# ---- design 1 ----
File: src/rtl/jk_ff_array.sv
// WIDTH-channel JK/D/T/SR flip-flop bank with parallel load,
// sticky SR-illegal flag and a saturating change counter.
module jk_ff_array #(
    parameter int               WIDTH     = 8,
    parameter int               CNT_W     = 16,
    parameter logic [WIDTH-1:0] RESET_VAL = '0
) (
    input  logic             clk,
    input  logic             rst_n,
    input  logic             en,
    input  logic [1:0]       mode,
    input  logic [WIDTH-1:0] J,
    input  logic [WIDTH-1:0] K,
    input  logic             load,
    input  logic [WIDTH-1:0] din,
    input  logic             err_clr,
    input  logic             cnt_clr,
    output logic [WIDTH-1:0] q,
    output logic [WIDTH-1:0] qbar,
    output logic             sr_err,
    output logic [CNT_W-1:0] chg_cnt
);

    typedef enum logic [1:0] {
        MODE_JK = 2'b00,
        MODE_D  = 2'b01,
        MODE_T  = 2'b10,
        MODE_SR = 2'b11
    } mode_e;

    localparam logic [CNT_W-1:0] CNT_MAX = '1;
    localparam logic [CNT_W-1:0] CNT_ONE = CNT_W'(1);

    mode_e            mode_s;
    logic [WIDTH-1:0] q_q, q_d;
    logic [WIDTH-1:0] qbar_q, qbar_d;
    logic             sr_err_q, sr_err_d;
    logic [CNT_W-1:0] chg_cnt_q, chg_cnt_d;
    logic             sr_illegal;

    assign mode_s = mode_e'(mode);

    // Next state of the bank: load beats enable, enable selects the mode rule.
    always_comb begin
        q_d = q_q;
        if (load) begin
            q_d = din;
        end else if (en) begin
            case (mode_s)
                MODE_JK: q_d = (J & ~q_q) | (~K & q_q);
                MODE_D:  q_d = J;
                MODE_T:  q_d = q_q ^ J;
                MODE_SR: q_d = (J & ~K) | (q_q & ~(K & ~J));
                default: q_d = q_q;
            endcase
        end
        qbar_d = ~q_d;
    end

    // Sticky illegal-SR flag; a new violation outranks a same-cycle clear.
    always_comb begin
        sr_illegal = en && !load && (mode_s == MODE_SR) && (|(J & K));
        sr_err_d   = sr_err_q;
        if (err_clr) begin
            sr_err_d = 1'b0;
        end
        if (sr_illegal) begin
            sr_err_d = 1'b1;
        end
    end

    // Saturating count of edges on which any bit of q changes value.
    always_comb begin
        chg_cnt_d = chg_cnt_q;
        if (cnt_clr) begin
            chg_cnt_d = '0;
        end else if ((q_d != q_q) && (chg_cnt_q != CNT_MAX)) begin
            chg_cnt_d = chg_cnt_q + CNT_ONE;
        end
    end

    // State registers with synchronous active-low reset.
    always_ff @(posedge clk) begin
        if (!rst_n) begin
            q_q       <= RESET_VAL;
            qbar_q    <= ~RESET_VAL;
            sr_err_q  <= 1'b0;
            chg_cnt_q <= '0;
        end else begin
            q_q       <= q_d;
            qbar_q    <= qbar_d;
            sr_err_q  <= sr_err_d;
            chg_cnt_q <= chg_cnt_d;
        end
    end

    assign q       = q_q;
    assign qbar    = qbar_q;
    assign sr_err  = sr_err_q;
    assign chg_cnt = chg_cnt_q;

endmodule

File: config.mk
export PLATFORM = sky130hd
export DESIGN_NAME = jk_ff_array
export DESIGN_NICKNAME = d
export VERILOG_FILES = /design/src/rtl/jk_ff_array.sv
export SDC_FILE = /design/constraint.sdc
export NUM_CORES = 1
export LEC_CHECK = 0
export CAP_MARGIN = 20
export CORE_ASPECT_RATIO = 1.4
export CORE_UTILIZATION = 43
export DETAILED_ROUTE_END_ITERATION = 8
export GPL_ROUTABILITY_DRIVEN = 0
export HOLD_SLACK_MARGIN = 0.08
export PLACE_DENSITY = 0.88
export SLEW_MARGIN = 20
export SYNTH_ARGS = -nofsm -noshare
export SYNTH_HDL_FRONTEND = slang
export SYNTH_SLANG_ARGS = --single-unit
export TNS_END_PERCENT = 100
File: constraint.sdc
create_clock -name clk -period 2.2 [get_ports clk]
set_input_delay 0.44 -clock clk [delete_from_list [all_inputs] [get_ports clk]]
set_output_delay 0.44 -clock clk [all_outputs]
set_load 0.01 [all_outputs]
**Design 1: floorplan with the power grid**

Bar = 20 microns. Pins as bars on the die edge. Tap cells in gray.
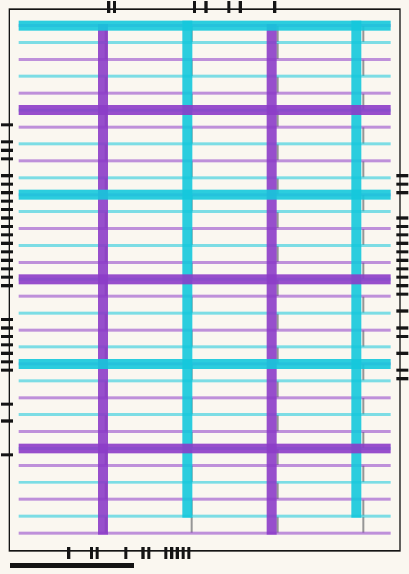
[purple] VSS
[cyan] VDD
rows: 30
met4 straps: 4
tap cells: 64
signal pins: 65
met5 straps: 6

**Design 1: cell placement**

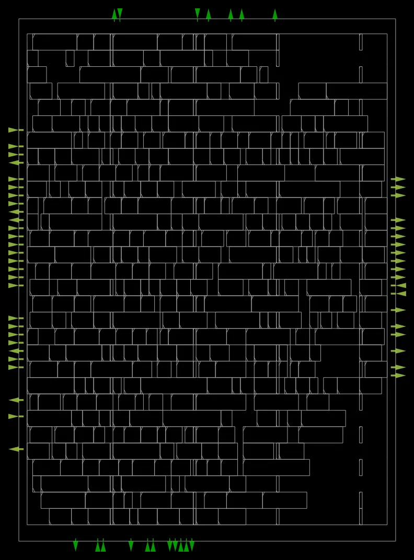
Layout Cells excl Fill: 471
final core utilization: 0.7974

[per-layer routing]
metal / vias up / wire, microns / GRT usage
met1: 1419 / 3445 / 0.3223
li1: 1282 / - / -
met3: 77 / 967 / 0.06711
met2: 283 / 4947 / 0.5593
met5: - / 0 / 0
met4: 0 / 652 / 0.2262
[worst max-delay path, cell delays in order]
cell     delay [ns]
buf_12         0.09
buf_8          0.12
buf_6          0.12
mux2i_1        0.29
nand2_1        0.10
a31oi_1        0.22
mux2i_1        0.16
nor4_4         0.34
a21oi_2        0.14
buf_6          0.16
buf_12         0.13
nand4_1        0.09
mux2i_1        0.20
==> results_dict.tcl <==
# implementation run metrics
set metrics [dict create \
    skew_ns 0.01401 \
    ff_type "dfxtp_1" \
    seq_share 0.1730 \
    place_area_sq_um 3184 \
    dr.pass1.iters 8 \
    fp.dieW_microns 62.59 \
    netlist_area_sq_um 2210 \
    seq-power_uw 655 \
    filler_cell_count 284 \
    timing.hold.ws_ns 0.4925 \
    postCtsHoldBufs 0 \
    inverters 20 \
    violations "negative setup slack" \
    setup_violations 14 \
    flops 33 \
    hpwl_microns 5098 \
    chipArea_sq_um 5434 \
    dp_cells 435 \
    ys_types 56 \
    finalWorstSetupSlack_ns -0.1782 \
    setup_tns_ns -1.705 \
    clock_latency_ns 0.30 \
    crit_path_end "chg_cnt[4]" \
    antenna_found_initial 0 \
    synthesis.nets 311 \
    maxSlewViolCount 0 \
    run_status "complete, but fails checks" \
    crit_type "primary input to flop" \
]

# ---- design 2 ----
**Design 2: I/O nets highlighted**

Bar = 50 microns.
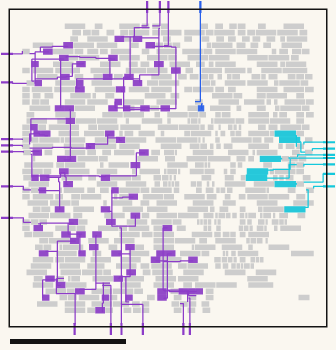
**Design 2: selected gate families**

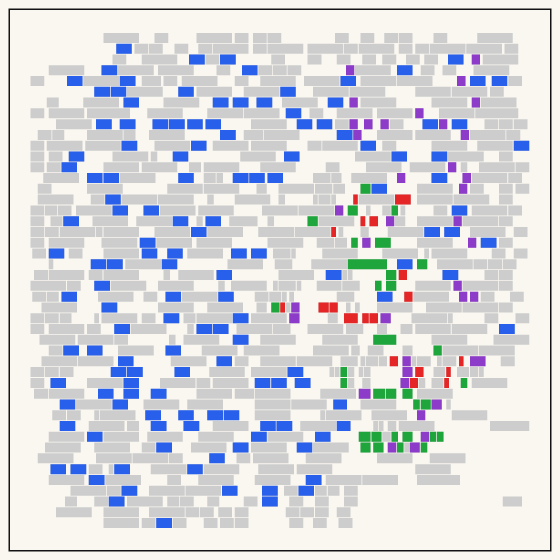
==> src/rtl/xadc_drp_scheduler.sv <==
// XADC DRP scheduler: arbitrates a host raw-access slot against a periodic
// four-channel sensor poll, one DRP transaction at a time, with timeout abort.
module xadc_drp_scheduler #(
  parameter int unsigned TIMEOUT = 255
) (
  input  logic        clk,
  input  logic        rst_n,
  input  logic        eos,
  output logic        drp_en,
  output logic        drp_we,
  output logic [6:0]  drp_addr,
  output logic [15:0] drp_di,
  input  logic [15:0] drp_do,
  input  logic        drp_rdy,
  input  logic        host_req,
  input  logic        host_we,
  input  logic [6:0]  host_addr,
  input  logic [15:0] host_wdata,
  output logic        host_ack,
  output logic        host_err,
  output logic [15:0] host_rdata,
  output logic [15:0] die_temp,
  output logic [15:0] volt_core,
  output logic [15:0] volt_ram,
  output logic [15:0] volt_aux,
  output logic        sensors_update
);

  localparam int unsigned AW = 7;
  localparam int unsigned DW = 16;
  localparam int unsigned CW = 16;
  localparam logic [CW-1:0] TO_LAST = CW'(TIMEOUT - 1);

  typedef enum logic [1:0] {S_IDLE, S_ISSUE, S_WAIT, S_DONE} state_t;

  // Poll order: temperature, vccint, vccbram, vccaux
  function automatic logic [AW-1:0] poll_addr(input logic [1:0] idx);
    case (idx)
      2'd0:    poll_addr = 7'h00;
      2'd1:    poll_addr = 7'h01;
      2'd2:    poll_addr = 7'h06;
      default: poll_addr = 7'h02;
    endcase
  endfunction

  state_t        state_q, state_d;
  logic [CW-1:0] cnt_q, cnt_d;
  logic          host_pend_q, host_pend_d;
  logic          host_we_q, host_we_d;
  logic [AW-1:0] host_addr_q, host_addr_d;
  logic [DW-1:0] host_wdata_q, host_wdata_d;
  logic [1:0]    poll_cnt_q, poll_cnt_d;
  logic          seq_active_q, seq_active_d;
  logic [1:0]    poll_idx_q, poll_idx_d;
  logic          last_host_q, last_host_d;
  logic          cur_host_q, cur_host_d;
  logic          drp_en_q, drp_en_d;
  logic          drp_we_q, drp_we_d;
  logic [AW-1:0] drp_addr_q, drp_addr_d;
  logic [DW-1:0] drp_di_q, drp_di_d;
  logic          host_ack_q, host_ack_d;
  logic          host_err_q, host_err_d;
  logic [DW-1:0] host_rdata_q, host_rdata_d;
  logic [DW-1:0] sh_temp_q, sh_temp_d;
  logic [DW-1:0] sh_core_q, sh_core_d;
  logic [DW-1:0] sh_ram_q, sh_ram_d;
  logic [DW-1:0] die_temp_q, die_temp_d;
  logic [DW-1:0] volt_core_q, volt_core_d;
  logic [DW-1:0] volt_ram_q, volt_ram_d;
  logic [DW-1:0] volt_aux_q, volt_aux_d;
  logic          upd_q, upd_d;

  logic poll_req, grant_host, grant_poll, seq_start, done_ok, done_to, eos_inc;

  // Next-state: arbitration, transaction sequencing, request latching
  always_comb begin
    state_d      = state_q;
    cnt_d        = cnt_q;
    host_pend_d  = host_pend_q;
    host_we_d    = host_we_q;
    host_addr_d  = host_addr_q;
    host_wdata_d = host_wdata_q;
    seq_active_d = seq_active_q;
    poll_idx_d   = poll_idx_q;
    last_host_d  = last_host_q;
    cur_host_d   = cur_host_q;
    drp_en_d     = 1'b0;
    drp_we_d     = 1'b0;
    drp_addr_d   = '0;
    drp_di_d     = '0;
    host_ack_d   = 1'b0;
    host_err_d   = 1'b0;
    host_rdata_d = host_rdata_q;
    sh_temp_d    = sh_temp_q;
    sh_core_d    = sh_core_q;
    sh_ram_d     = sh_ram_q;
    die_temp_d   = die_temp_q;
    volt_core_d  = volt_core_q;
    volt_ram_d   = volt_ram_q;
    volt_aux_d   = volt_aux_q;
    upd_d        = 1'b0;
    grant_host   = 1'b0;
    grant_poll   = 1'b0;
    seq_start    = 1'b0;
    done_ok      = 1'b0;
    done_to      = 1'b0;
    poll_req     = seq_active_q || (poll_cnt_q != 2'd0);

    case (state_q)
      S_IDLE: begin
        if (host_pend_q && (!poll_req || !last_host_q)) grant_host = 1'b1;
        else if (poll_req)                               grant_poll = 1'b1;
        if (grant_host) begin
          state_d     = S_ISSUE;
          host_pend_d = 1'b0;
          last_host_d = 1'b1;
          cur_host_d  = 1'b1;
          drp_en_d    = 1'b1;
          drp_we_d    = host_we_q;
          drp_addr_d  = host_addr_q;
          drp_di_d    = host_we_q ? host_wdata_q : '0;
        end else if (grant_poll) begin
          state_d      = S_ISSUE;
          last_host_d  = 1'b0;
          cur_host_d   = 1'b0;
          drp_en_d     = 1'b1;
          drp_addr_d   = poll_addr(poll_idx_q);
          seq_start    = !seq_active_q;
          seq_active_d = 1'b1;
        end
      end
      S_ISSUE: begin
        state_d = S_WAIT;
        cnt_d   = '0;
      end
      S_WAIT: begin
        if (drp_rdy)               done_ok = 1'b1;
        else if (cnt_q == TO_LAST) done_to = 1'b1;
        else                       cnt_d   = cnt_q + CW'(1);
        if (done_ok || done_to) state_d = S_DONE;
      end
      S_DONE: state_d = S_IDLE;
    endcase

    // Completion: host response or poll shadow/sensor update
    if (done_ok || done_to) begin
      if (cur_host_q) begin
        host_ack_d   = 1'b1;
        host_err_d   = done_to;
        host_rdata_d = (done_ok && !host_we_q) ? drp_do : '0;
      end else if (done_to) begin
        seq_active_d = 1'b0;
        poll_idx_d   = 2'd0;
      end else begin
        case (poll_idx_q)
          2'd0: sh_temp_d = drp_do;
          2'd1: sh_core_d = drp_do;
          2'd2: sh_ram_d  = drp_do;
          default: begin
            die_temp_d   = sh_temp_q;
            volt_core_d  = sh_core_q;
            volt_ram_d   = sh_ram_q;
            volt_aux_d   = drp_do;
            upd_d        = 1'b1;
            seq_active_d = 1'b0;
          end
        endcase
        poll_idx_d = poll_idx_q + 2'd1;
      end
    end

    // Host slot: one deep, closed while full or while a host access is in flight
    if (host_req && !host_pend_q && !(cur_host_q && (state_q != S_IDLE))) begin
      host_pend_d  = 1'b1;
      host_we_d    = host_we;
      host_addr_d  = host_addr;
      host_wdata_d = host_wdata;
    end

    // Poll requests: at most two sequences outstanding (active + queued)
    eos_inc    = eos && ((3'(poll_cnt_q) + 3'(seq_active_q)) < 3'd2);
    poll_cnt_d = poll_cnt_q - 2'(seq_start) + 2'(eos_inc);
  end

  // State and output registers
  always_ff @(posedge clk or negedge rst_n) begin
    if (!rst_n) begin
      state_q      <= S_IDLE;
      cnt_q        <= '0;
      host_pend_q  <= 1'b0;
      host_we_q    <= 1'b0;
      host_addr_q  <= '0;
      host_wdata_q <= '0;
      poll_cnt_q   <= '0;
      seq_active_q <= 1'b0;
      poll_idx_q   <= '0;
      last_host_q  <= 1'b0;
      cur_host_q   <= 1'b0;
      drp_en_q     <= 1'b0;
      drp_we_q     <= 1'b0;
      drp_addr_q   <= '0;
      drp_di_q     <= '0;
      host_ack_q   <= 1'b0;
      host_err_q   <= 1'b0;
      host_rdata_q <= '0;
      sh_temp_q    <= '0;
      sh_core_q    <= '0;
      sh_ram_q     <= '0;
      die_temp_q   <= '0;
      volt_core_q  <= '0;
      volt_ram_q   <= '0;
      volt_aux_q   <= '0;
      upd_q        <= 1'b0;
    end else begin
      state_q      <= state_d;
      cnt_q        <= cnt_d;
      host_pend_q  <= host_pend_d;
      host_we_q    <= host_we_d;
      host_addr_q  <= host_addr_d;
      host_wdata_q <= host_wdata_d;
      poll_cnt_q   <= poll_cnt_d;
      seq_active_q <= seq_active_d;
      poll_idx_q   <= poll_idx_d;
      last_host_q  <= last_host_d;
      cur_host_q   <= cur_host_d;
      drp_en_q     <= drp_en_d;
      drp_we_q     <= drp_we_d;
      drp_addr_q   <= drp_addr_d;
      drp_di_q     <= drp_di_d;
      host_ack_q   <= host_ack_d;
      host_err_q   <= host_err_d;
      host_rdata_q <= host_rdata_d;
      sh_temp_q    <= sh_temp_d;
      sh_core_q    <= sh_core_d;
      sh_ram_q     <= sh_ram_d;
      die_temp_q   <= die_temp_d;
      volt_core_q  <= volt_core_d;
      volt_ram_q   <= volt_ram_d;
      volt_aux_q   <= volt_aux_d;
      upd_q        <= upd_d;
    end
  end

  assign drp_en         = drp_en_q;
  assign drp_we         = drp_we_q;
  assign drp_addr       = drp_addr_q;
  assign drp_di         = drp_di_q;
  assign host_ack       = host_ack_q;
  assign host_err       = host_err_q;
  assign host_rdata     = host_rdata_q;
  assign die_temp       = die_temp_q;
  assign volt_core      = volt_core_q;
  assign volt_ram       = volt_ram_q;
  assign volt_aux       = volt_aux_q;
  assign sensors_update = upd_q;

endmodule

==> config.mk <==
export PLATFORM = sky130hd
export DESIGN_NAME = xadc_drp_scheduler
export DESIGN_NICKNAME = d
export VERILOG_FILES = /design/src/rtl/xadc_drp_scheduler.sv
export SDC_FILE = /design/constraint.sdc
export NUM_CORES = 1
export LEC_CHECK = 0
export CAP_MARGIN = 0
export CORE_MARGIN = 5
export CORE_UTILIZATION = 50
export DETAILED_ROUTE_END_ITERATION = 6
export PLACE_DENSITY_LB_ADDON = 0.15
export SLEW_MARGIN = 30
export SYNTH_ARGS = -nofsm -noshare
export SYNTH_HDL_FRONTEND = slang
export SYNTH_SLANG_ARGS = --single-unit
==> constraint.sdc <==
create_clock -name clk -period 4.9 [get_ports clk]
set_clock_uncertainty 0.1 [all_clocks]
set_input_delay 0.98 -clock clk [delete_from_list [all_inputs] [get_ports clk]]
set_output_delay 0.98 -clock clk [all_outputs]
set_load 0.1 [all_outputs]
==> results_dict.tcl <==
# implementation run metrics
set metrics [dict create \
    num_io_pins 153 \
    maxSlewViolCount 0 \
    clock_latency_ns 0.49 \
    synthTopCellsByCount "dfrtp_1, mux2_2, and3_1, a22o_1, nand2_1" \
    cts_setup_buffers 0 \
    chipArea_sq_um 18560 \
    met2WireLength_microns 8542 \
    grt_overflow_total 0 \
    mostFrequentLayoutCells "dfrtp_1, clkdlybuf4s50_1, mux2_2" \
    topCellsByArea "dfrtp_1, mux2_2, a22o_1" \
    buf_share 0.1497 \
    drt-initial-drc-count 247 \
    core_area_sq_um 15770 \
    met3_length_microns 1277 \
    cp.depth 1 \
    synth-adder-area-share 0.01727 \
    setup_violations 0 \
    cts_buffer_depth 3 \
    diodes 0 \
    dr.pass1.iters 4 \
    start_kind "flop" \
    drv_cap 0 \
    min_period_over_period 0.6376 \
    edf_count 0 \
    sh_comb_area 0.2583 \
    run_status "complete, no violations" \
    r2r-end "die_temp[15]" \
    syn_inst 537 \
    yosys_warnings 0 \
]
## Picture notes: 'I/O nets highlighted' of design 2
[blue] `eos` | bits: 1 | direction: input | edge: top | end cells: 1 | buffers: 1 | wire: 44.1 microns
[purple] `drp_do` | bits: 16 | direction: input | edge: 7 left, 6 bottom, 3 top | end cells: 80 | buffers: 16 | wire: 1110 microns
[cyan] `drp_addr` | bits: 7 | direction: output | edge: right | end cells: 7 | buffers: 7 | wire: 129 microns

## Picture notes: 'selected gate families' of design 2
[purple] and/or cells | cells: 37 | most used: and3_1
[red] nor cells | cells: 19 | most used: nor2_1
[blue] mux cells | cells: 139 | most used: mux2_2
[green] aoi and oai cells | cells: 32 | most used: a21oi_1

## state kept, by name, indices dropped and copies added (netlist names), 2 cells and up
name and count:
host_rdata 16, poll_cnt_q 2, drp_di 16, host_wdata_q 16
drp_addr 7, state_q 2, poll_idx_q 2, volt_aux 16
sh_ram_q 16, host_addr_q 7, volt_ram 16, sh_temp_q 16
die_temp 16, sh_core_q 16, cnt_q 16, volt_core 16
## through the flow
step	std cells	setup WS (ns)
detailed placement	886	1.674
finish	927	1.776
floorplan	537	2.590
global placement	886	1.700
CTS	926	1.758
global route	927	1.722

# ---- design 3 ----
**Design 3: cell area per tile**

Bar = 50 microns. 17 x 17 tiles, from white (low) to dark blue (high), 0 to 100% covered.
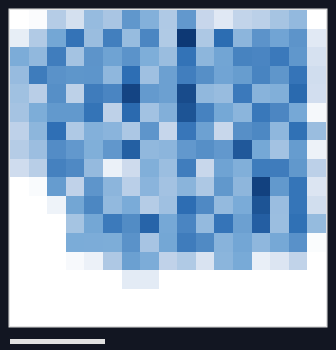
**Design 3: cell placement**

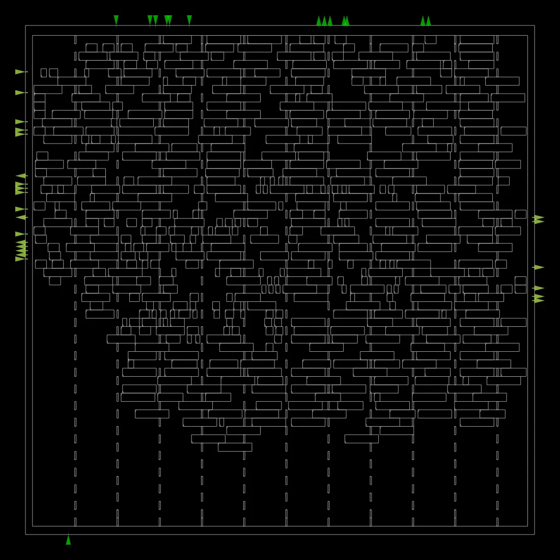
**Design 3: I/O nets highlighted**

Bar = 50 microns.
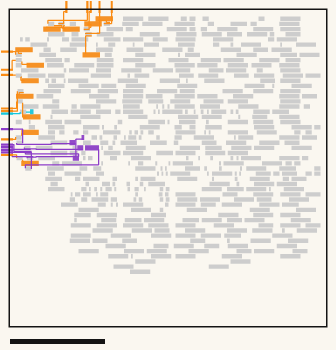
**config.mk**
```make
export PLATFORM = sky130hd
export DESIGN_NAME = adc_sample_capture
export DESIGN_NICKNAME = d
export VERILOG_FILES = /design/src/rtl/adc_cap_pkg.sv /design/src/rtl/sync_fifo_sa.sv /design/src/rtl/adc_sample_capture.sv
export SDC_FILE = /design/constraint.sdc
export NUM_CORES = 1
export LEC_CHECK = 0
export CELL_PAD_IN_SITES_DETAIL_PLACEMENT = 1
export CELL_PAD_IN_SITES_GLOBAL_PLACEMENT = 2
export CORE_MARGIN = 2
export CORE_UTILIZATION = 35
export DETAILED_ROUTE_END_ITERATION = 8
export HOLD_SLACK_MARGIN = 0.12
export PLACE_DENSITY_LB_ADDON = 0.3
export SLEW_MARGIN = 5
export SYNTH_ARGS = -nofsm -noshare
export SYNTH_HDL_FRONTEND = slang
export SYNTH_SLANG_ARGS = --single-unit
```
**constraint.sdc**
```tcl
create_clock -name clk_i -period 7.1 [get_ports clk_i]
set_clock_uncertainty 0.1 [all_clocks]
set_input_delay 1.775 -clock clk_i [delete_from_list [all_inputs] [get_ports clk_i]]
set_output_delay 1.775 -clock clk_i [all_outputs]
set_load 0.05 [all_outputs]
```
**src/rtl/adc_cap_pkg.sv**
```systemverilog
// Shared constants for the ADC sample capture block.
package adc_cap_pkg;

  localparam int unsigned DATA_W     = 12;
  localparam int unsigned ADDR_W     = 4;
  localparam int unsigned FIFO_DEPTH = 1 << ADDR_W;

  // XOR mask that turns an offset-binary sample into two's complement.
  localparam logic [DATA_W-1:0] SIGN_FLIP = 12'h800;

endpackage

```
**src/rtl/sync_fifo_sa.sv**
```systemverilog
// Show-ahead synchronous FIFO; a push while full (with no pop) is dropped and flagged.
module sync_fifo_sa #(
  parameter int unsigned DATA_W = 12,
  parameter int unsigned ADDR_W = 4
) (
  input  logic              clk_i,
  input  logic              rst_i,
  input  logic              push_i,
  input  logic [DATA_W-1:0] data_i,
  input  logic              pop_i,
  output logic [DATA_W-1:0] data_o,
  output logic              empty_o,
  output logic [ADDR_W:0]   level_o,
  output logic              drop_o
);

  logic [ADDR_W:0]   wr_ptr_q, wr_ptr_d;
  logic [ADDR_W:0]   rd_ptr_q, rd_ptr_d;
  logic [DATA_W-1:0] mem_q [1 << ADDR_W];
  logic              full;
  logic              do_push;
  logic              do_pop;

  always_comb begin
    full    = (wr_ptr_q[ADDR_W] != rd_ptr_q[ADDR_W]) &&
              (wr_ptr_q[ADDR_W-1:0] == rd_ptr_q[ADDR_W-1:0]);
    empty_o = (wr_ptr_q == rd_ptr_q);
    do_pop  = pop_i & ~empty_o;
    // A pop in the same cycle frees the slot the push needs.
    do_push = push_i & (~full | do_pop);
    drop_o  = push_i & full & ~do_pop;

    wr_ptr_d = wr_ptr_q;
    rd_ptr_d = rd_ptr_q;
    if (do_push) wr_ptr_d = wr_ptr_q + 1'b1;
    if (do_pop)  rd_ptr_d = rd_ptr_q + 1'b1;

    level_o = wr_ptr_q - rd_ptr_q;
    data_o  = empty_o ? '0 : mem_q[rd_ptr_q[ADDR_W-1:0]];
  end

  always_ff @(posedge clk_i or negedge rst_i) begin
    if (!rst_i) begin
      wr_ptr_q <= '0;
      rd_ptr_q <= '0;
    end else begin
      wr_ptr_q <= wr_ptr_d;
      rd_ptr_q <= rd_ptr_d;
    end
  end

  // Storage needs no reset: the pointers alone define what is valid.
  always_ff @(posedge clk_i) begin
    if (do_push) mem_q[wr_ptr_q[ADDR_W-1:0]] <= data_i;
  end

endmodule

```
**src/rtl/adc_sample_capture.sv**
```systemverilog
// Captures ADC samples on each chip-select rising edge, optionally converts them to
// two's complement, and queues them for the filter bank.
module adc_sample_capture #(
  parameter int unsigned DATA_W      = adc_cap_pkg::DATA_W,
  parameter int unsigned ADDR_W      = adc_cap_pkg::ADDR_W,
  parameter int unsigned SYNC_STAGES = 2
) (
  input  logic              clk_i,
  input  logic              rst_i,
  input  logic              cs_i,
  input  logic [DATA_W-1:0] data_i,
  input  logic              signed_en_i,
  input  logic              ready_i,
  input  logic              clr_ovf_i,
  output logic              valid_o,
  output logic [DATA_W-1:0] data_o,
  output logic [ADDR_W:0]   level_o,
  output logic              overflow_o
);

  import adc_cap_pkg::SIGN_FLIP;

  logic [SYNC_STAGES-1:0] cs_sync_q, cs_sync_d;
  logic                   cs_d_q;
  logic                   cs_s;
  logic [DATA_W-1:0]      data_sync_q [SYNC_STAGES];
  logic [DATA_W-1:0]      data_sync_d [SYNC_STAGES];
  logic                   cap;
  logic [DATA_W-1:0]      smp_q, smp_d;
  logic                   wr_pend_q, wr_pend_d;
  logic                   overflow_q, overflow_d;
  logic                   fifo_empty;
  logic                   fifo_drop;

  always_comb begin
    cs_sync_d      = {cs_sync_q[SYNC_STAGES-2:0], cs_i};
    data_sync_d[0] = data_i;
    for (int i = 1; i < SYNC_STAGES; i++) data_sync_d[i] = data_sync_q[i-1];

    cs_s      = cs_sync_q[SYNC_STAGES-1];
    cap       = cs_s & ~cs_d_q;
    wr_pend_d = cap;
    smp_d     = smp_q;
    if (cap) smp_d = data_sync_q[SYNC_STAGES-1] ^ (signed_en_i ? SIGN_FLIP : '0);

    // Set wins over clear so a drop in the clearing cycle is never lost.
    overflow_d = overflow_q;
    if (clr_ovf_i) overflow_d = 1'b0;
    if (fifo_drop) overflow_d = 1'b1;
  end

  // cs chain presets high so a cs_i held high through reset is not seen as an edge.
  always_ff @(posedge clk_i or negedge rst_i) begin
    if (!rst_i) begin
      cs_sync_q  <= '1;
      cs_d_q     <= 1'b1;
      smp_q      <= '0;
      wr_pend_q  <= 1'b0;
      overflow_q <= 1'b0;
      for (int i = 0; i < SYNC_STAGES; i++) data_sync_q[i] <= '0;
    end else begin
      cs_sync_q  <= cs_sync_d;
      cs_d_q     <= cs_s;
      smp_q      <= smp_d;
      wr_pend_q  <= wr_pend_d;
      overflow_q <= overflow_d;
      for (int i = 0; i < SYNC_STAGES; i++) data_sync_q[i] <= data_sync_d[i];
    end
  end

  sync_fifo_sa #(
    .DATA_W (DATA_W),
    .ADDR_W (ADDR_W)
  ) u_fifo (
    .clk_i   (clk_i),
    .rst_i   (rst_i),
    .push_i  (wr_pend_q),
    .data_i  (smp_q),
    .pop_i   (ready_i),
    .data_o  (data_o),
    .empty_o (fifo_empty),
    .level_o (level_o),
    .drop_o  (fifo_drop)
  );

  assign valid_o    = ~fifo_empty;
  assign overflow_o = overflow_q;

endmodule

```
==> results_dict.tcl <==
# implementation run metrics
set metrics [dict create \
    run_status "complete, no violations" \
    dp_slack_ns 1.774 \
    drcViolationCount 0 \
    largest_cell_class "flip-flops and latches" \
    chipArea_sq_um 27710 \
    antenna_found_initial 0 \
    grt_setup_unrepaired "false" \
    seq_share 0.6536 \
    mostFrequentLayoutCells "edfxtp_1, mux4_2, dfrtp_1" \
    viasPerCell 5.080 \
    postCtsHoldBufs 0 \
    sh_comb_area 0.1914 \
    ys_types 33 \
    tritoncts "done" \
    yosys_warnings 0 \
    clock_net_power_uw 1290 \
    wl_per_cell_microns 23.37 \
    clock_latency_ns 0.51 \
]
## Picture notes: 'cell area per tile' of design 3
mean over tiles: 37%
nearly empty tiles: 22%
tiles over 75% full: 4.8%

## Picture notes: 'cell placement' of design 3
Layout Cells excl Fill: 860
Tapcell Cnt: 335
Rows: 59
Core ar.: 25980 sq um
registers: 243

## Picture notes: 'I/O nets highlighted' of design 3
[cyan] `clr_ovf_i` | bits: 1 | direction: input | edge: left | end cells: 1 | buffers: 1 | wire: 8.00 microns
[purple] `level_o` | bits: 5 | direction: output | edge: left | end cells: 5 | buffers: 5 | wire: 256 microns
[orange] `data_i` | bits: 12 | direction: input | edge: 7 left, 5 top | end cells: 12 | buffers: 12 | wire: 199 microns

## sequential cells by signal, summed over array words and instances (netlist names)
signal           flops
smp_q               12
u_fifo.rd_ptr_q      5
overflow_o           1
data_sync_q         12
cs_sync_q            2
wr_pend_q            1
cs_d_q               1
u_fifo.mem_q       192
data_sync_d         12
u_fifo.wr_ptr_q      5
## cells by family after synthesis
kind of cell	count (synthesis)	share of synthesized area
buffers and inverters	31	0.01571
xor gates and xnor gates	14	0.01327
DFF	243	0.7627
muxes	60	0.1317
adders and majority gates	10	0.01436
AOI/OAI and AO/OA	34	0.02668
and+or+nand+nor	65	0.03562

# ---- design 4 ----
===== config.mk =====
export PLATFORM = sky130hd
export DESIGN_NAME = mc_control_fsm_flat
export DESIGN_NICKNAME = d
export VERILOG_FILES = /design/src/rtl/mc_control_fsm_pkg.sv /design/src/rtl/mc_control_fsm_if.sv /design/src/rtl/mc_ctrl_next_state.sv /design/src/rtl/mc_control_fsm.sv /design/src/flat_wrapper.sv
export SDC_FILE = /design/constraint.sdc
export NUM_CORES = 1
export LEC_CHECK = 0
export CORE_MARGIN = 3
export CORE_UTILIZATION = 30
export DETAILED_ROUTE_END_ITERATION = 8
export MAX_ROUTING_LAYER = met4
export SYNTH_ARGS = -nofsm -noshare
export SYNTH_HDL_FRONTEND = slang
export SYNTH_SLANG_ARGS = --single-unit

===== constraint.sdc =====
create_clock -name clk -period 1.72 [get_ports clk]
set_input_delay 0.344 -clock clk [delete_from_list [all_inputs] [get_ports clk]]
set_output_delay 0.344 -clock clk [all_outputs]
set_load 0.02 [all_outputs]

===== src/rtl/mc_control_fsm_pkg.sv =====
// rtl/mc_control_fsm_pkg.sv - shared encodings for the multi-cycle control sequencer
// Purpose: state encodings (4-bit), RV32I opcodes, ALUOp classes and datapath
//          mux-select encodings shared by the sequencer, its next-state logic
//          and anything decoding the control bus.
// Ports:   none (package).
package mc_control_fsm_pkg;

  localparam int OPC_W = 7;

  typedef enum logic [3:0] {
    S_IF    = 4'd0,
    S_ID    = 4'd1,
    S_EX    = 4'd2,
    S_WB    = 4'd3,
    S_MADDR = 4'd4,
    S_MRD   = 4'd5,
    S_MWB   = 4'd6,
    S_MWR   = 4'd7,
    S_BR    = 4'd8,
    S_BTGT  = 4'd9,
    S_JAL   = 4'd10,
    S_JALR  = 4'd11,
    S_ECALL = 4'd12,
    S_HALT  = 4'd13
  } state_e;

  localparam logic [OPC_W-1:0] OPC_ARITH     = 7'b0110011;
  localparam logic [OPC_W-1:0] OPC_ARITH_IMM = 7'b0010011;
  localparam logic [OPC_W-1:0] OPC_LOAD      = 7'b0000011;
  localparam logic [OPC_W-1:0] OPC_STORE     = 7'b0100011;
  localparam logic [OPC_W-1:0] OPC_BRANCH    = 7'b1100011;
  localparam logic [OPC_W-1:0] OPC_JAL       = 7'b1101111;
  localparam logic [OPC_W-1:0] OPC_JALR      = 7'b1100111;
  localparam logic [OPC_W-1:0] OPC_SYSTEM    = 7'b1110011;

  // ALUOp classes consumed by the ALU control unit
  localparam logic [1:0] ALUOP_ADD    = 2'b00;
  localparam logic [1:0] ALUOP_ARITH  = 2'b01;
  localparam logic [1:0] ALUOP_BRANCH = 2'b10;

  // Register-file write-back source
  localparam logic [1:0] WB_ALUOUT = 2'b00;
  localparam logic [1:0] WB_MDR    = 2'b01;
  localparam logic [1:0] WB_PC     = 2'b10;

  // ALU operand A source
  localparam logic [1:0] SRCA_PC     = 2'b00;
  localparam logic [1:0] SRCA_REG    = 2'b01;
  localparam logic [1:0] SRCA_OLD_PC = 2'b10;

  // ALU operand B source
  localparam logic [1:0] SRCB_REG  = 2'b00;
  localparam logic [1:0] SRCB_FOUR = 2'b01;
  localparam logic [1:0] SRCB_IMM  = 2'b10;

endpackage


===== src/rtl/mc_control_fsm_if.sv =====
// rtl/mc_control_fsm_if.sv - control bus between the sequencer and the shared-ALU datapath
// Purpose: groups the datapath status inputs (opcode, alu_bcond, ecall_halt,
//          mem_ready) and every control strobe/select the sequencer drives.
// Modports: master = sequencer side, slave = datapath side.
interface mc_control_fsm_if #(
  parameter int OPCODE_W = 7
);

  logic [OPCODE_W-1:0] opcode;
  logic                alu_bcond;
  logic                ecall_halt;
  logic                mem_ready;

  logic       pc_write;
  logic       pc_src;
  logic       i_or_d;
  logic       mem_read;
  logic       mem_write;
  logic       ir_write;
  logic       reg_write;
  logic [1:0] wb_sel;
  logic [1:0] alu_src_a;
  logic [1:0] alu_src_b;
  logic [1:0] alu_op;
  logic       is_ecall;
  logic       halted;

  modport master (
    input  opcode, alu_bcond, ecall_halt, mem_ready,
    output pc_write, pc_src, i_or_d, mem_read, mem_write, ir_write,
           reg_write, wb_sel, alu_src_a, alu_src_b, alu_op, is_ecall, halted
  );

  modport slave (
    output opcode, alu_bcond, ecall_halt, mem_ready,
    input  pc_write, pc_src, i_or_d, mem_read, mem_write, ir_write,
           reg_write, wb_sel, alu_src_a, alu_src_b, alu_op, is_ecall, halted
  );

endinterface


===== src/rtl/mc_ctrl_next_state.sv =====
// rtl/mc_ctrl_next_state.sv - combinational next-state function of the control sequencer
// Purpose: computes the next sequencer state from the current state, the IR
//          opcode and the datapath status bits.
// Ports:   state_q (current state), opcode, alu_bcond, mem_ready, ecall_halt
//          in; state_d (next state) out.
module mc_ctrl_next_state
  import mc_control_fsm_pkg::*;
#(
  parameter int OPCODE_W = OPC_W
) (
  input  state_e              state_q,
  input  logic [OPCODE_W-1:0] opcode,
  input  logic                alu_bcond,
  input  logic                mem_ready,
  input  logic                ecall_halt,
  output state_e              state_d
);

  always_comb begin
    state_d = state_q;
    case (state_q)
      S_IF: begin
        if (mem_ready) state_d = S_ID;
      end
      S_ID: begin
        if (opcode == OPC_ARITH || opcode == OPC_ARITH_IMM) begin
          state_d = S_EX;
        end else if (opcode == OPC_LOAD || opcode == OPC_STORE) begin
          state_d = S_MADDR;
        end else if (opcode == OPC_BRANCH) begin
          state_d = S_BR;
        end else if (opcode == OPC_JAL) begin
          state_d = S_JAL;
        end else if (opcode == OPC_JALR) begin
          state_d = S_JALR;
        end else if (opcode == OPC_SYSTEM) begin
          state_d = S_ECALL;
        end else begin
          // Unrecognised opcodes retire as a NOP; PC was already advanced in ID
          state_d = S_IF;
        end
      end
      S_EX:    state_d = S_WB;
      S_WB:    state_d = S_IF;
      S_MADDR: state_d = (opcode == OPC_STORE) ? S_MWR : S_MRD;
      S_MRD: begin
        if (mem_ready) state_d = S_MWB;
      end
      S_MWB:   state_d = S_IF;
      S_MWR: begin
        if (mem_ready) state_d = S_IF;
      end
      S_BR:    state_d = alu_bcond ? S_BTGT : S_IF;
      S_BTGT:  state_d = S_IF;
      S_JAL:   state_d = S_IF;
      S_JALR:  state_d = S_IF;
      S_ECALL: state_d = ecall_halt ? S_HALT : S_IF;
      S_HALT:  state_d = S_HALT;
      default: state_d = S_IF;
    endcase
  end

endmodule


===== src/rtl/mc_control_fsm.sv =====
// rtl/mc_control_fsm.sv - multi-cycle control sequencer for the RV32I core
// Purpose: steps each instruction through fetch/decode/execute/memory/writeback,
//          holds the state register and decodes all datapath strobes, mux
//          selects and the 2-bit ALUOp class. Memory states wait on mem_ready.
// Ports:   clk, reset_n (async active-low); bus (mc_control_fsm_if.master):
//          opcode/alu_bcond/ecall_halt/mem_ready in, control strobes out.
//          With MC_CTRL_PERF_CNT_EN defined: cycle_cnt and instret_cnt outputs.
module mc_control_fsm
  import mc_control_fsm_pkg::*;
#(
  parameter int OPCODE_W = OPC_W
`ifdef MC_CTRL_PERF_CNT_EN
  ,
  parameter int CNT_W = 32
`endif
) (
  input  logic                 clk,
  input  logic                 reset_n,
  mc_control_fsm_if.master     bus
`ifdef MC_CTRL_PERF_CNT_EN
  ,
  output logic [CNT_W-1:0]     cycle_cnt,
  output logic [CNT_W-1:0]     instret_cnt
`endif
);

  state_e state_q;
  state_e state_d;

  logic [OPCODE_W-1:0] opcode;
  assign opcode = bus.opcode;

  mc_ctrl_next_state #(
    .OPCODE_W (OPCODE_W)
  ) u_next_state (
    .state_q    (state_q),
    .opcode     (opcode),
    .alu_bcond  (bus.alu_bcond),
    .mem_ready  (bus.mem_ready),
    .ecall_halt (bus.ecall_halt),
    .state_d    (state_d)
  );

  always_ff @(posedge clk or negedge reset_n) begin
    if (!reset_n) begin
      state_q <= S_IF;
    end else begin
      state_q <= state_d;
    end
  end

  logic       pc_write;
  logic       pc_src;
  logic       i_or_d;
  logic       mem_read;
  logic       mem_write;
  logic       ir_write;
  logic       reg_write;
  logic [1:0] wb_sel;
  logic [1:0] alu_src_a;
  logic [1:0] alu_src_b;
  logic [1:0] alu_op;
  logic       is_ecall;
  logic       halted;

  // Outputs are gated by reset_n so that no strobe can stay high while reset
  // is held, even though the state register already sits at S_IF.
  always_comb begin
    pc_write  = 1'b0;
    pc_src    = 1'b0;
    i_or_d    = 1'b0;
    mem_read  = 1'b0;
    mem_write = 1'b0;
    ir_write  = 1'b0;
    reg_write = 1'b0;
    wb_sel    = WB_ALUOUT;
    alu_src_a = SRCA_PC;
    alu_src_b = SRCB_REG;
    alu_op    = ALUOP_ADD;
    is_ecall  = 1'b0;
    halted    = 1'b0;
    if (reset_n) begin
      case (state_q)
        S_IF: begin
          mem_read = 1'b1;
          ir_write = bus.mem_ready;
        end
        S_ID: begin
          // PC <= PC + 4 while the IR decodes
          alu_src_a = SRCA_PC;
          alu_src_b = SRCB_FOUR;
          alu_op    = ALUOP_ADD;
          pc_write  = 1'b1;
        end
        S_EX: begin
          alu_src_a = SRCA_REG;
          alu_src_b = (opcode == OPC_ARITH) ? SRCB_REG : SRCB_IMM;
          alu_op    = ALUOP_ARITH;
        end
        S_WB: begin
          reg_write = 1'b1;
          wb_sel    = WB_ALUOUT;
        end
        S_MADDR: begin
          alu_src_a = SRCA_REG;
          alu_src_b = SRCB_IMM;
          alu_op    = ALUOP_ADD;
        end
        S_MRD: begin
          i_or_d   = 1'b1;
          mem_read = 1'b1;
        end
        S_MWB: begin
          reg_write = 1'b1;
          wb_sel    = WB_MDR;
        end
        S_MWR: begin
          i_or_d    = 1'b1;
          mem_write = 1'b1;
        end
        S_BR: begin
          alu_src_a = SRCA_REG;
          alu_src_b = SRCB_REG;
          alu_op    = ALUOP_BRANCH;
        end
        S_BTGT: begin
          alu_src_a = SRCA_OLD_PC;
          alu_src_b = SRCB_IMM;
          alu_op    = ALUOP_ADD;
          pc_write  = 1'b1;
        end
        S_JAL, S_JALR: begin
          // Link and jump in one cycle: the RF captures PC (old_pc+4) before
          // the PC register takes the ALU target on the same edge.
          reg_write = 1'b1;
          wb_sel    = WB_PC;
          alu_src_a = (state_q == S_JAL) ? SRCA_OLD_PC : SRCA_REG;
          alu_src_b = SRCB_IMM;
          alu_op    = ALUOP_ADD;
          pc_write  = 1'b1;
        end
        S_ECALL: begin
          is_ecall = 1'b1;
        end
        S_HALT: begin
          halted = 1'b1;
        end
        default: ;
      endcase
    end
  end

  assign bus.pc_write  = pc_write;
  assign bus.pc_src    = pc_src;
  assign bus.i_or_d    = i_or_d;
  assign bus.mem_read  = mem_read;
  assign bus.mem_write = mem_write;
  assign bus.ir_write  = ir_write;
  assign bus.reg_write = reg_write;
  assign bus.wb_sel    = wb_sel;
  assign bus.alu_src_a = alu_src_a;
  assign bus.alu_src_b = alu_src_b;
  assign bus.alu_op    = alu_op;
  assign bus.is_ecall  = is_ecall;
  assign bus.halted    = halted;

`ifdef MC_CTRL_PERF_CNT_EN
  localparam logic [CNT_W-1:0] CNT_ONE = {{(CNT_W-1){1'b0}}, 1'b1};

  logic [CNT_W-1:0] cycle_cnt_q;
  logic [CNT_W-1:0] cycle_cnt_d;
  logic [CNT_W-1:0] instret_cnt_q;
  logic [CNT_W-1:0] instret_cnt_d;

  // An instruction retires whenever the sequencer returns to fetch, plus the
  // halting ECALL which never returns to fetch.
  always_comb begin
    cycle_cnt_d   = cycle_cnt_q;
    instret_cnt_d = instret_cnt_q;
    if (state_q != S_HALT) begin
      cycle_cnt_d = cycle_cnt_q + CNT_ONE;
    end
    if ((state_d == S_IF && state_q != S_IF) ||
        (state_q == S_ECALL && state_d == S_HALT)) begin
      instret_cnt_d = instret_cnt_q + CNT_ONE;
    end
  end

  always_ff @(posedge clk or negedge reset_n) begin
    if (!reset_n) begin
      cycle_cnt_q   <= '0;
      instret_cnt_q <= '0;
    end else begin
      cycle_cnt_q   <= cycle_cnt_d;
      instret_cnt_q <= instret_cnt_d;
    end
  end

  assign cycle_cnt   = cycle_cnt_q;
  assign instret_cnt = instret_cnt_q;
`endif

endmodule

===== src/flat_wrapper.sv =====
// flat-port wrapper written by rule: the top's interface ports become plain ports
module mc_control_fsm_flat import mc_control_fsm_pkg::*;
#(
  parameter int OPCODE_W = OPC_W

)
  (clk, reset_n, bus_opcode, bus_alu_bcond, bus_ecall_halt, bus_mem_ready, bus_pc_write, bus_pc_src, bus_i_or_d, bus_mem_read, bus_mem_write, bus_ir_write, bus_reg_write, bus_wb_sel, bus_alu_src_a, bus_alu_src_b, bus_alu_op, bus_is_ecall, bus_halted);
  mc_control_fsm_if #(.OPCODE_W(OPCODE_W)) bus_i ();
  input  logic clk;
  input  logic reset_n;
  input wire logic [$bits(bus_i.opcode)-1:0] bus_opcode;
  input wire logic [$bits(bus_i.alu_bcond)-1:0] bus_alu_bcond;
  input wire logic [$bits(bus_i.ecall_halt)-1:0] bus_ecall_halt;
  input wire logic [$bits(bus_i.mem_ready)-1:0] bus_mem_ready;
  output wire logic [$bits(bus_i.pc_write)-1:0] bus_pc_write;
  output wire logic [$bits(bus_i.pc_src)-1:0] bus_pc_src;
  output wire logic [$bits(bus_i.i_or_d)-1:0] bus_i_or_d;
  output wire logic [$bits(bus_i.mem_read)-1:0] bus_mem_read;
  output wire logic [$bits(bus_i.mem_write)-1:0] bus_mem_write;
  output wire logic [$bits(bus_i.ir_write)-1:0] bus_ir_write;
  output wire logic [$bits(bus_i.reg_write)-1:0] bus_reg_write;
  output wire logic [$bits(bus_i.wb_sel)-1:0] bus_wb_sel;
  output wire logic [$bits(bus_i.alu_src_a)-1:0] bus_alu_src_a;
  output wire logic [$bits(bus_i.alu_src_b)-1:0] bus_alu_src_b;
  output wire logic [$bits(bus_i.alu_op)-1:0] bus_alu_op;
  output wire logic [$bits(bus_i.is_ecall)-1:0] bus_is_ecall;
  output wire logic [$bits(bus_i.halted)-1:0] bus_halted;
  assign bus_i.opcode = bus_opcode;
  assign bus_i.alu_bcond = bus_alu_bcond;
  assign bus_i.ecall_halt = bus_ecall_halt;
  assign bus_i.mem_ready = bus_mem_ready;
  assign bus_pc_write = bus_i.pc_write;
  assign bus_pc_src = bus_i.pc_src;
  assign bus_i_or_d = bus_i.i_or_d;
  assign bus_mem_read = bus_i.mem_read;
  assign bus_mem_write = bus_i.mem_write;
  assign bus_ir_write = bus_i.ir_write;
  assign bus_reg_write = bus_i.reg_write;
  assign bus_wb_sel = bus_i.wb_sel;
  assign bus_alu_src_a = bus_i.alu_src_a;
  assign bus_alu_src_b = bus_i.alu_src_b;
  assign bus_alu_op = bus_i.alu_op;
  assign bus_is_ecall = bus_i.is_ecall;
  assign bus_halted = bus_i.halted;
  mc_control_fsm #(.OPCODE_W(OPCODE_W)) u_core (.clk(clk), .reset_n(reset_n), .bus(bus_i));
endmodule

**Design 4: cell area per tile**

Bar = 20 microns. 11 x 11 tiles, from white (low) to dark blue (high), 0 to 100% covered.
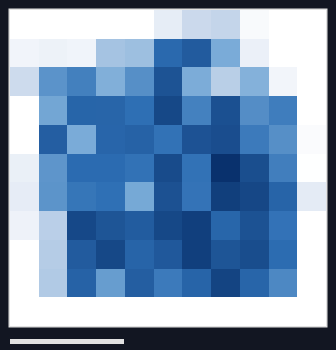
mean over tiles: 47%
densest ninth of the die: center
tiles over 75% full: 34%

==> results_dict.tcl <==
# implementation run metrics
set metrics [dict create \
    setup_violations 7 \
    run_status "complete, but fails checks" \
    critical-path-slowest-cell "dfrtp_2" \
    nets 180 \
    r2r_setup_slack_ns -0.01 \
    tap_cells 28 \
    sh_comb_area 0.4706 \
    xor_share 0.02393 \
    ys_types 46 \
    largest_reg_flops 4 \
    violations "negative setup slack" \
    maxSlewViolCount 0 \
    buf_share 0.4196 \
    yosysTopAreaCellShare 0.1368 \
    finalWorstSetupSlack_ns -0.1555 \
    cp.depth 5 \
    ff_type "dfrtp_1" \
    postCtsHoldBufs 0 \
    cts_setup_buffers 5 \
]
tightest hold or removal path, cell delays in order:
cell           delay (ns)
dlygate4sd2_1        0.29
buf_4                0.17
buf_4                0.13
metrics by stage:
stage               power [uW]  instance area, sq um    util  TNS, ns  setup WS [ns]
global placement          1330                  1209  0.5361   -7.135        -0.7477
floorplan                880.6                 732.0       -        0       0.003053
CTS                       1544                  1254  0.5560  -0.9304        -0.1984
finish                    1979                  1470  0.6521  -0.6002        -0.1555
global route              2125                  1470  0.6521   -1.325        -0.2423
detailed placement        1340                  1209  0.5361   -7.486        -0.7927

# ---- design 5 ----
<file path="src/rtl/ucsbece154b_stream_pkg.sv">
// Shared stream-side types for the FIFO read-side helpers.
package ucsbece154b_stream_pkg;

  typedef enum logic {
    UNPK_IDLE = 1'b0,
    UNPK_SEND = 1'b1
  } unpk_state_e;

endpackage

</file>
<file path="src/rtl/ucsbece154b_fifo_unpacker.sv">
// Pops wide FIFO entries and replays each as RATIO narrow valid/ready beats,
// low slice first, refilling on the last-beat handshake so entries run gap-free.
//
// state     | meaning
// UNPK_IDLE | nothing held; pop the FIFO head as soon as it is valid
// UNPK_SEND | entry held in buf_q; beat_q selects the slice on data_o
module ucsbece154b_fifo_unpacker
  import ucsbece154b_stream_pkg::*;
#(
  parameter int IN_WIDTH  = 64,
  parameter int OUT_WIDTH = 32
) (
  input  logic                                   clk,
  input  logic                                   rst,
  input  logic [IN_WIDTH-1:0]                    fifo_data_i,
  input  logic                                   fifo_valid_i,
  output logic                                   fifo_pop_o,
  input  logic                                   flush_i,
  output logic [OUT_WIDTH-1:0]                   data_o,
  output logic                                   valid_o,
  input  logic                                   ready_i,
  output logic                                   last_o,
  output logic [$clog2(IN_WIDTH/OUT_WIDTH)-1:0]  beat_idx_o,
  output logic                                   busy_o
);

  localparam int RATIO = IN_WIDTH / OUT_WIDTH;
  localparam int BW    = $clog2(RATIO);
  localparam logic [BW-1:0] LAST_BEAT = BW'(RATIO - 1);

  generate
    if (RATIO < 2 || (IN_WIDTH % OUT_WIDTH) != 0) begin : g_bad_ratio
      $error("ucsbece154b_fifo_unpacker: IN_WIDTH must be a multiple >= 2 of OUT_WIDTH");
    end
  endgenerate

  unpk_state_e          state_q, state_d;
  logic [BW-1:0]        beat_q, beat_d;
  logic [IN_WIDTH-1:0]  buf_q, buf_d;
  logic                 in_send;
  logic                 at_last;
  logic [OUT_WIDTH-1:0] slice;

  assign in_send = (state_q == UNPK_SEND);
  assign at_last = (beat_q == LAST_BEAT);

  // State register
  always_ff @(posedge clk or posedge rst) begin
    if (rst) begin
      state_q <= UNPK_IDLE;
      beat_q  <= '0;
      buf_q   <= '0;
    end else begin
      state_q <= state_d;
      beat_q  <= beat_d;
      buf_q   <= buf_d;
    end
  end

  // Next-state and pop; the pop is gated by rst because it is combinational
  always_comb begin
    state_d    = state_q;
    beat_d     = beat_q;
    buf_d      = buf_q;
    fifo_pop_o = 1'b0;
    if (flush_i) begin
      state_d = UNPK_IDLE;
      beat_d  = '0;
    end else begin
      unique case (state_q)
        UNPK_IDLE: begin
          if (fifo_valid_i && !rst) begin
            fifo_pop_o = 1'b1;
            buf_d      = fifo_data_i;
            beat_d     = '0;
            state_d    = UNPK_SEND;
          end
        end
        UNPK_SEND: begin
          if (ready_i) begin
            if (!at_last) begin
              beat_d = beat_q + 1'b1;
            end else if (fifo_valid_i && !rst) begin
              fifo_pop_o = 1'b1;
              buf_d      = fifo_data_i;
              beat_d     = '0;
            end else begin
              beat_d  = '0;
              state_d = UNPK_IDLE;
            end
          end
        end
        default: begin
          state_d = UNPK_IDLE;
          beat_d  = '0;
        end
      endcase
    end
  end

  // Explicit slice mux keeps non-power-of-two RATIO well defined
  always_comb begin
    slice = '0;
    for (int i = 0; i < RATIO; i++) begin
      if (beat_q == BW'(i)) slice = buf_q[i*OUT_WIDTH +: OUT_WIDTH];
    end
  end

  // Outputs
  always_comb begin
    valid_o    = in_send;
    busy_o     = in_send;
    data_o     = in_send ? slice : '0;
    last_o     = in_send && at_last;
    beat_idx_o = in_send ? beat_q : '0;
  end

endmodule

</file>
<file path="config.mk">
export PLATFORM = sky130hd
export DESIGN_NAME = ucsbece154b_fifo_unpacker
export DESIGN_NICKNAME = d
export VERILOG_FILES = /design/src/rtl/ucsbece154b_stream_pkg.sv /design/src/rtl/ucsbece154b_fifo_unpacker.sv
export SDC_FILE = /design/constraint.sdc
export NUM_CORES = 1
export LEC_CHECK = 0
export CAP_MARGIN = 20
export CORE_MARGIN = 3
export CORE_UTILIZATION = 30
export DETAILED_ROUTE_END_ITERATION = 8
export GPL_ROUTABILITY_DRIVEN = 0
export GPL_TIMING_DRIVEN = 0
export PLACE_DENSITY = 0.6
export SETUP_SLACK_MARGIN = 0.5
export SLEW_MARGIN = 15
export SYNTH_ARGS = -nofsm -noshare
export SYNTH_HDL_FRONTEND = slang
export SYNTH_SLANG_ARGS = --single-unit
</file>
<file path="constraint.sdc">
create_clock -name clk -period 4.3 [get_ports clk]
set_clock_uncertainty 0.05 [all_clocks]
set_input_delay 1.29 -clock clk [delete_from_list [all_inputs] [get_ports clk]]
set_output_delay 1.29 -clock clk [all_outputs]
set_load 0.1 [all_outputs]
</file>
**Design 5: floorplan with the power grid**

Bar = 20 microns. Pins as bars on the die edge. Tap cells in gray.
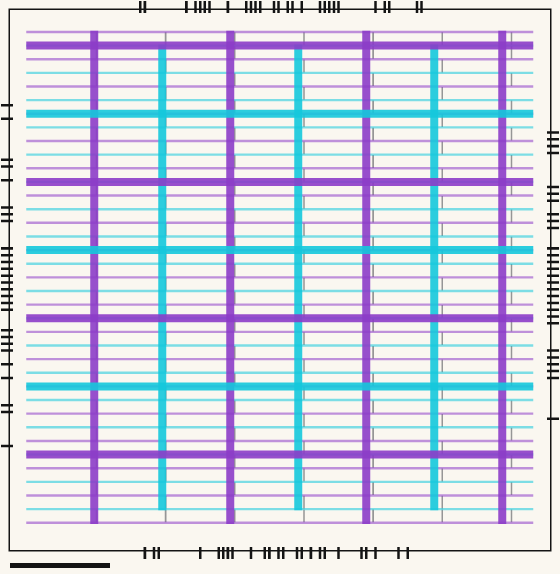
[purple] VSS
[cyan] VDD
met1 rails: 37
rows: 36
tap cells: 133
signal pins: 106
met5 straps: 7

**Design 5: cell area per tile**

Bar = 20 microns. 11 x 11 tiles, from white (low) to dark blue (high), 0 to 100% covered.
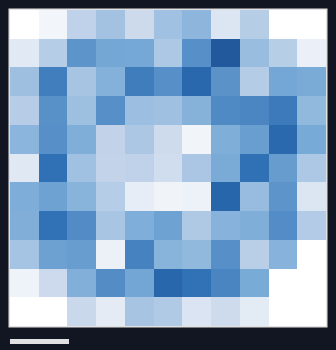
mean over tiles: 39%
tiles over 75% full: 4.1%
fullest tile: 83%
nearly empty tiles: 8.3%

==> results_dict.tcl <==
# implementation run metrics
set metrics [dict create \
    routed_wl_microns 7180 \
    drive_gt1_frac 0.3314 \
    nets 411 \
    dp_slack_ns -0.8537 \
    setup.worst_path.start "fifo_valid_i" \
    yosysTopAreaCell "dfrtp_1" \
    netSwitchingFraction 0.3280 \
    crit_type "primary input to primary output" \
    dp_cells 461 \
    fp.dieW_microns 107.7 \
    logic_family "multiplexers" \
    hp-class "flop to flop" \
    power_leader "sequential cells" \
    seqPwrFrac 0.432 \
    ys_types 18 \
    grt_overflow_total 0 \
    core.rowCount 36 \
    run_status "complete, no violations" \
    drv_cap 0 \
    syn_avg_cell_area_sq_um 13.99 \
]
**Design 5: I/O nets highlighted**

Bar = 20 microns.
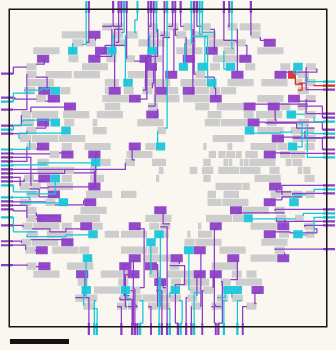
[purple] `fifo_data_i` | bits: 64 | direction: input | edge: 19 left, 17 top, 15 bottom, 13 right | end cells: 64 | buffers: 64 | wire: 1510 microns
[red] `last_o` | bits: 1 | direction: output | edge: right | end cells: 1 | buffers: 2 | wire: 14.0 microns
[cyan] `data_o` | bits: 32 | direction: output | edge: 9 bottom, 9 top, 7 left, 7 right | end cells: 32 | buffers: 32 | wire: 690 microns

-- final timing paths --
| path | slack [ns] | to | cells past startpoint |
|---|---|---|---|
| max in group asynchronous | 2.69 | buf_q[23] | 3 |
| hold reg to reg | 0.43 | buf_q[13] | 1 |
| hold / removal | 0.43 | buf_q[13] | 1 |
| setup reg to reg | 2.35 | buf_q[12] | 6 |
| setup / recovery | 0.43 | fifo_pop_o | 6 |
| min in group asynchronous | 0.97 | buf_q[40] | 2 |
-- critical path, stage by stage --
cell             delay [ns]
clkdlybuf4s50_1        0.50
nand2b_4               0.08
a211oi_4               0.19
buf_6                  0.14
buf_8                  0.14
buf_12                 0.18


==> layout pictures side by side <==
Cell placement.
panel A
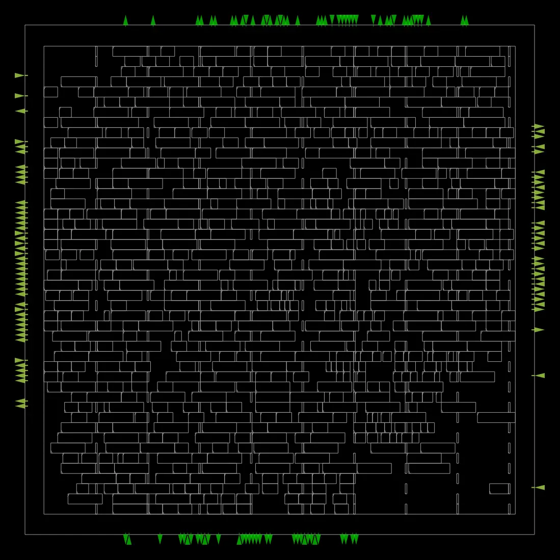
panel B
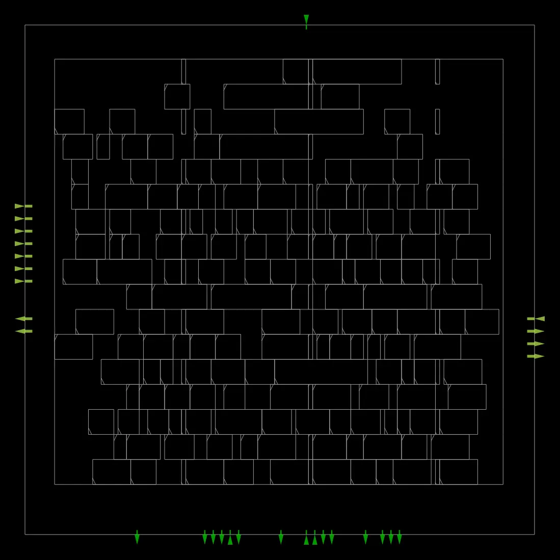
panel C
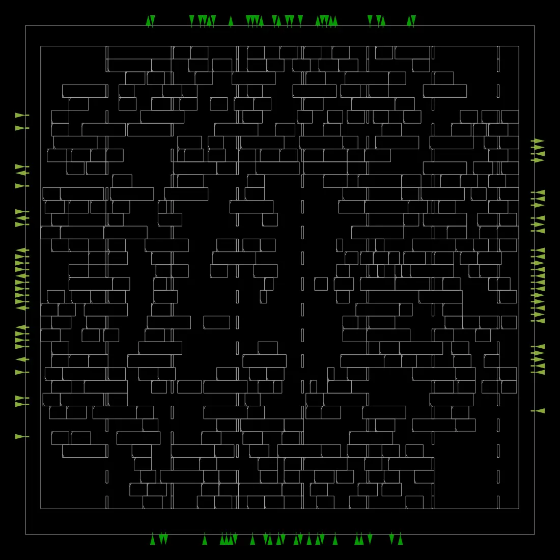
For design 2, see panel A.
For design 5, see panel C.
For design 4, see panel B.

Power and IR drop assume default switching activity.
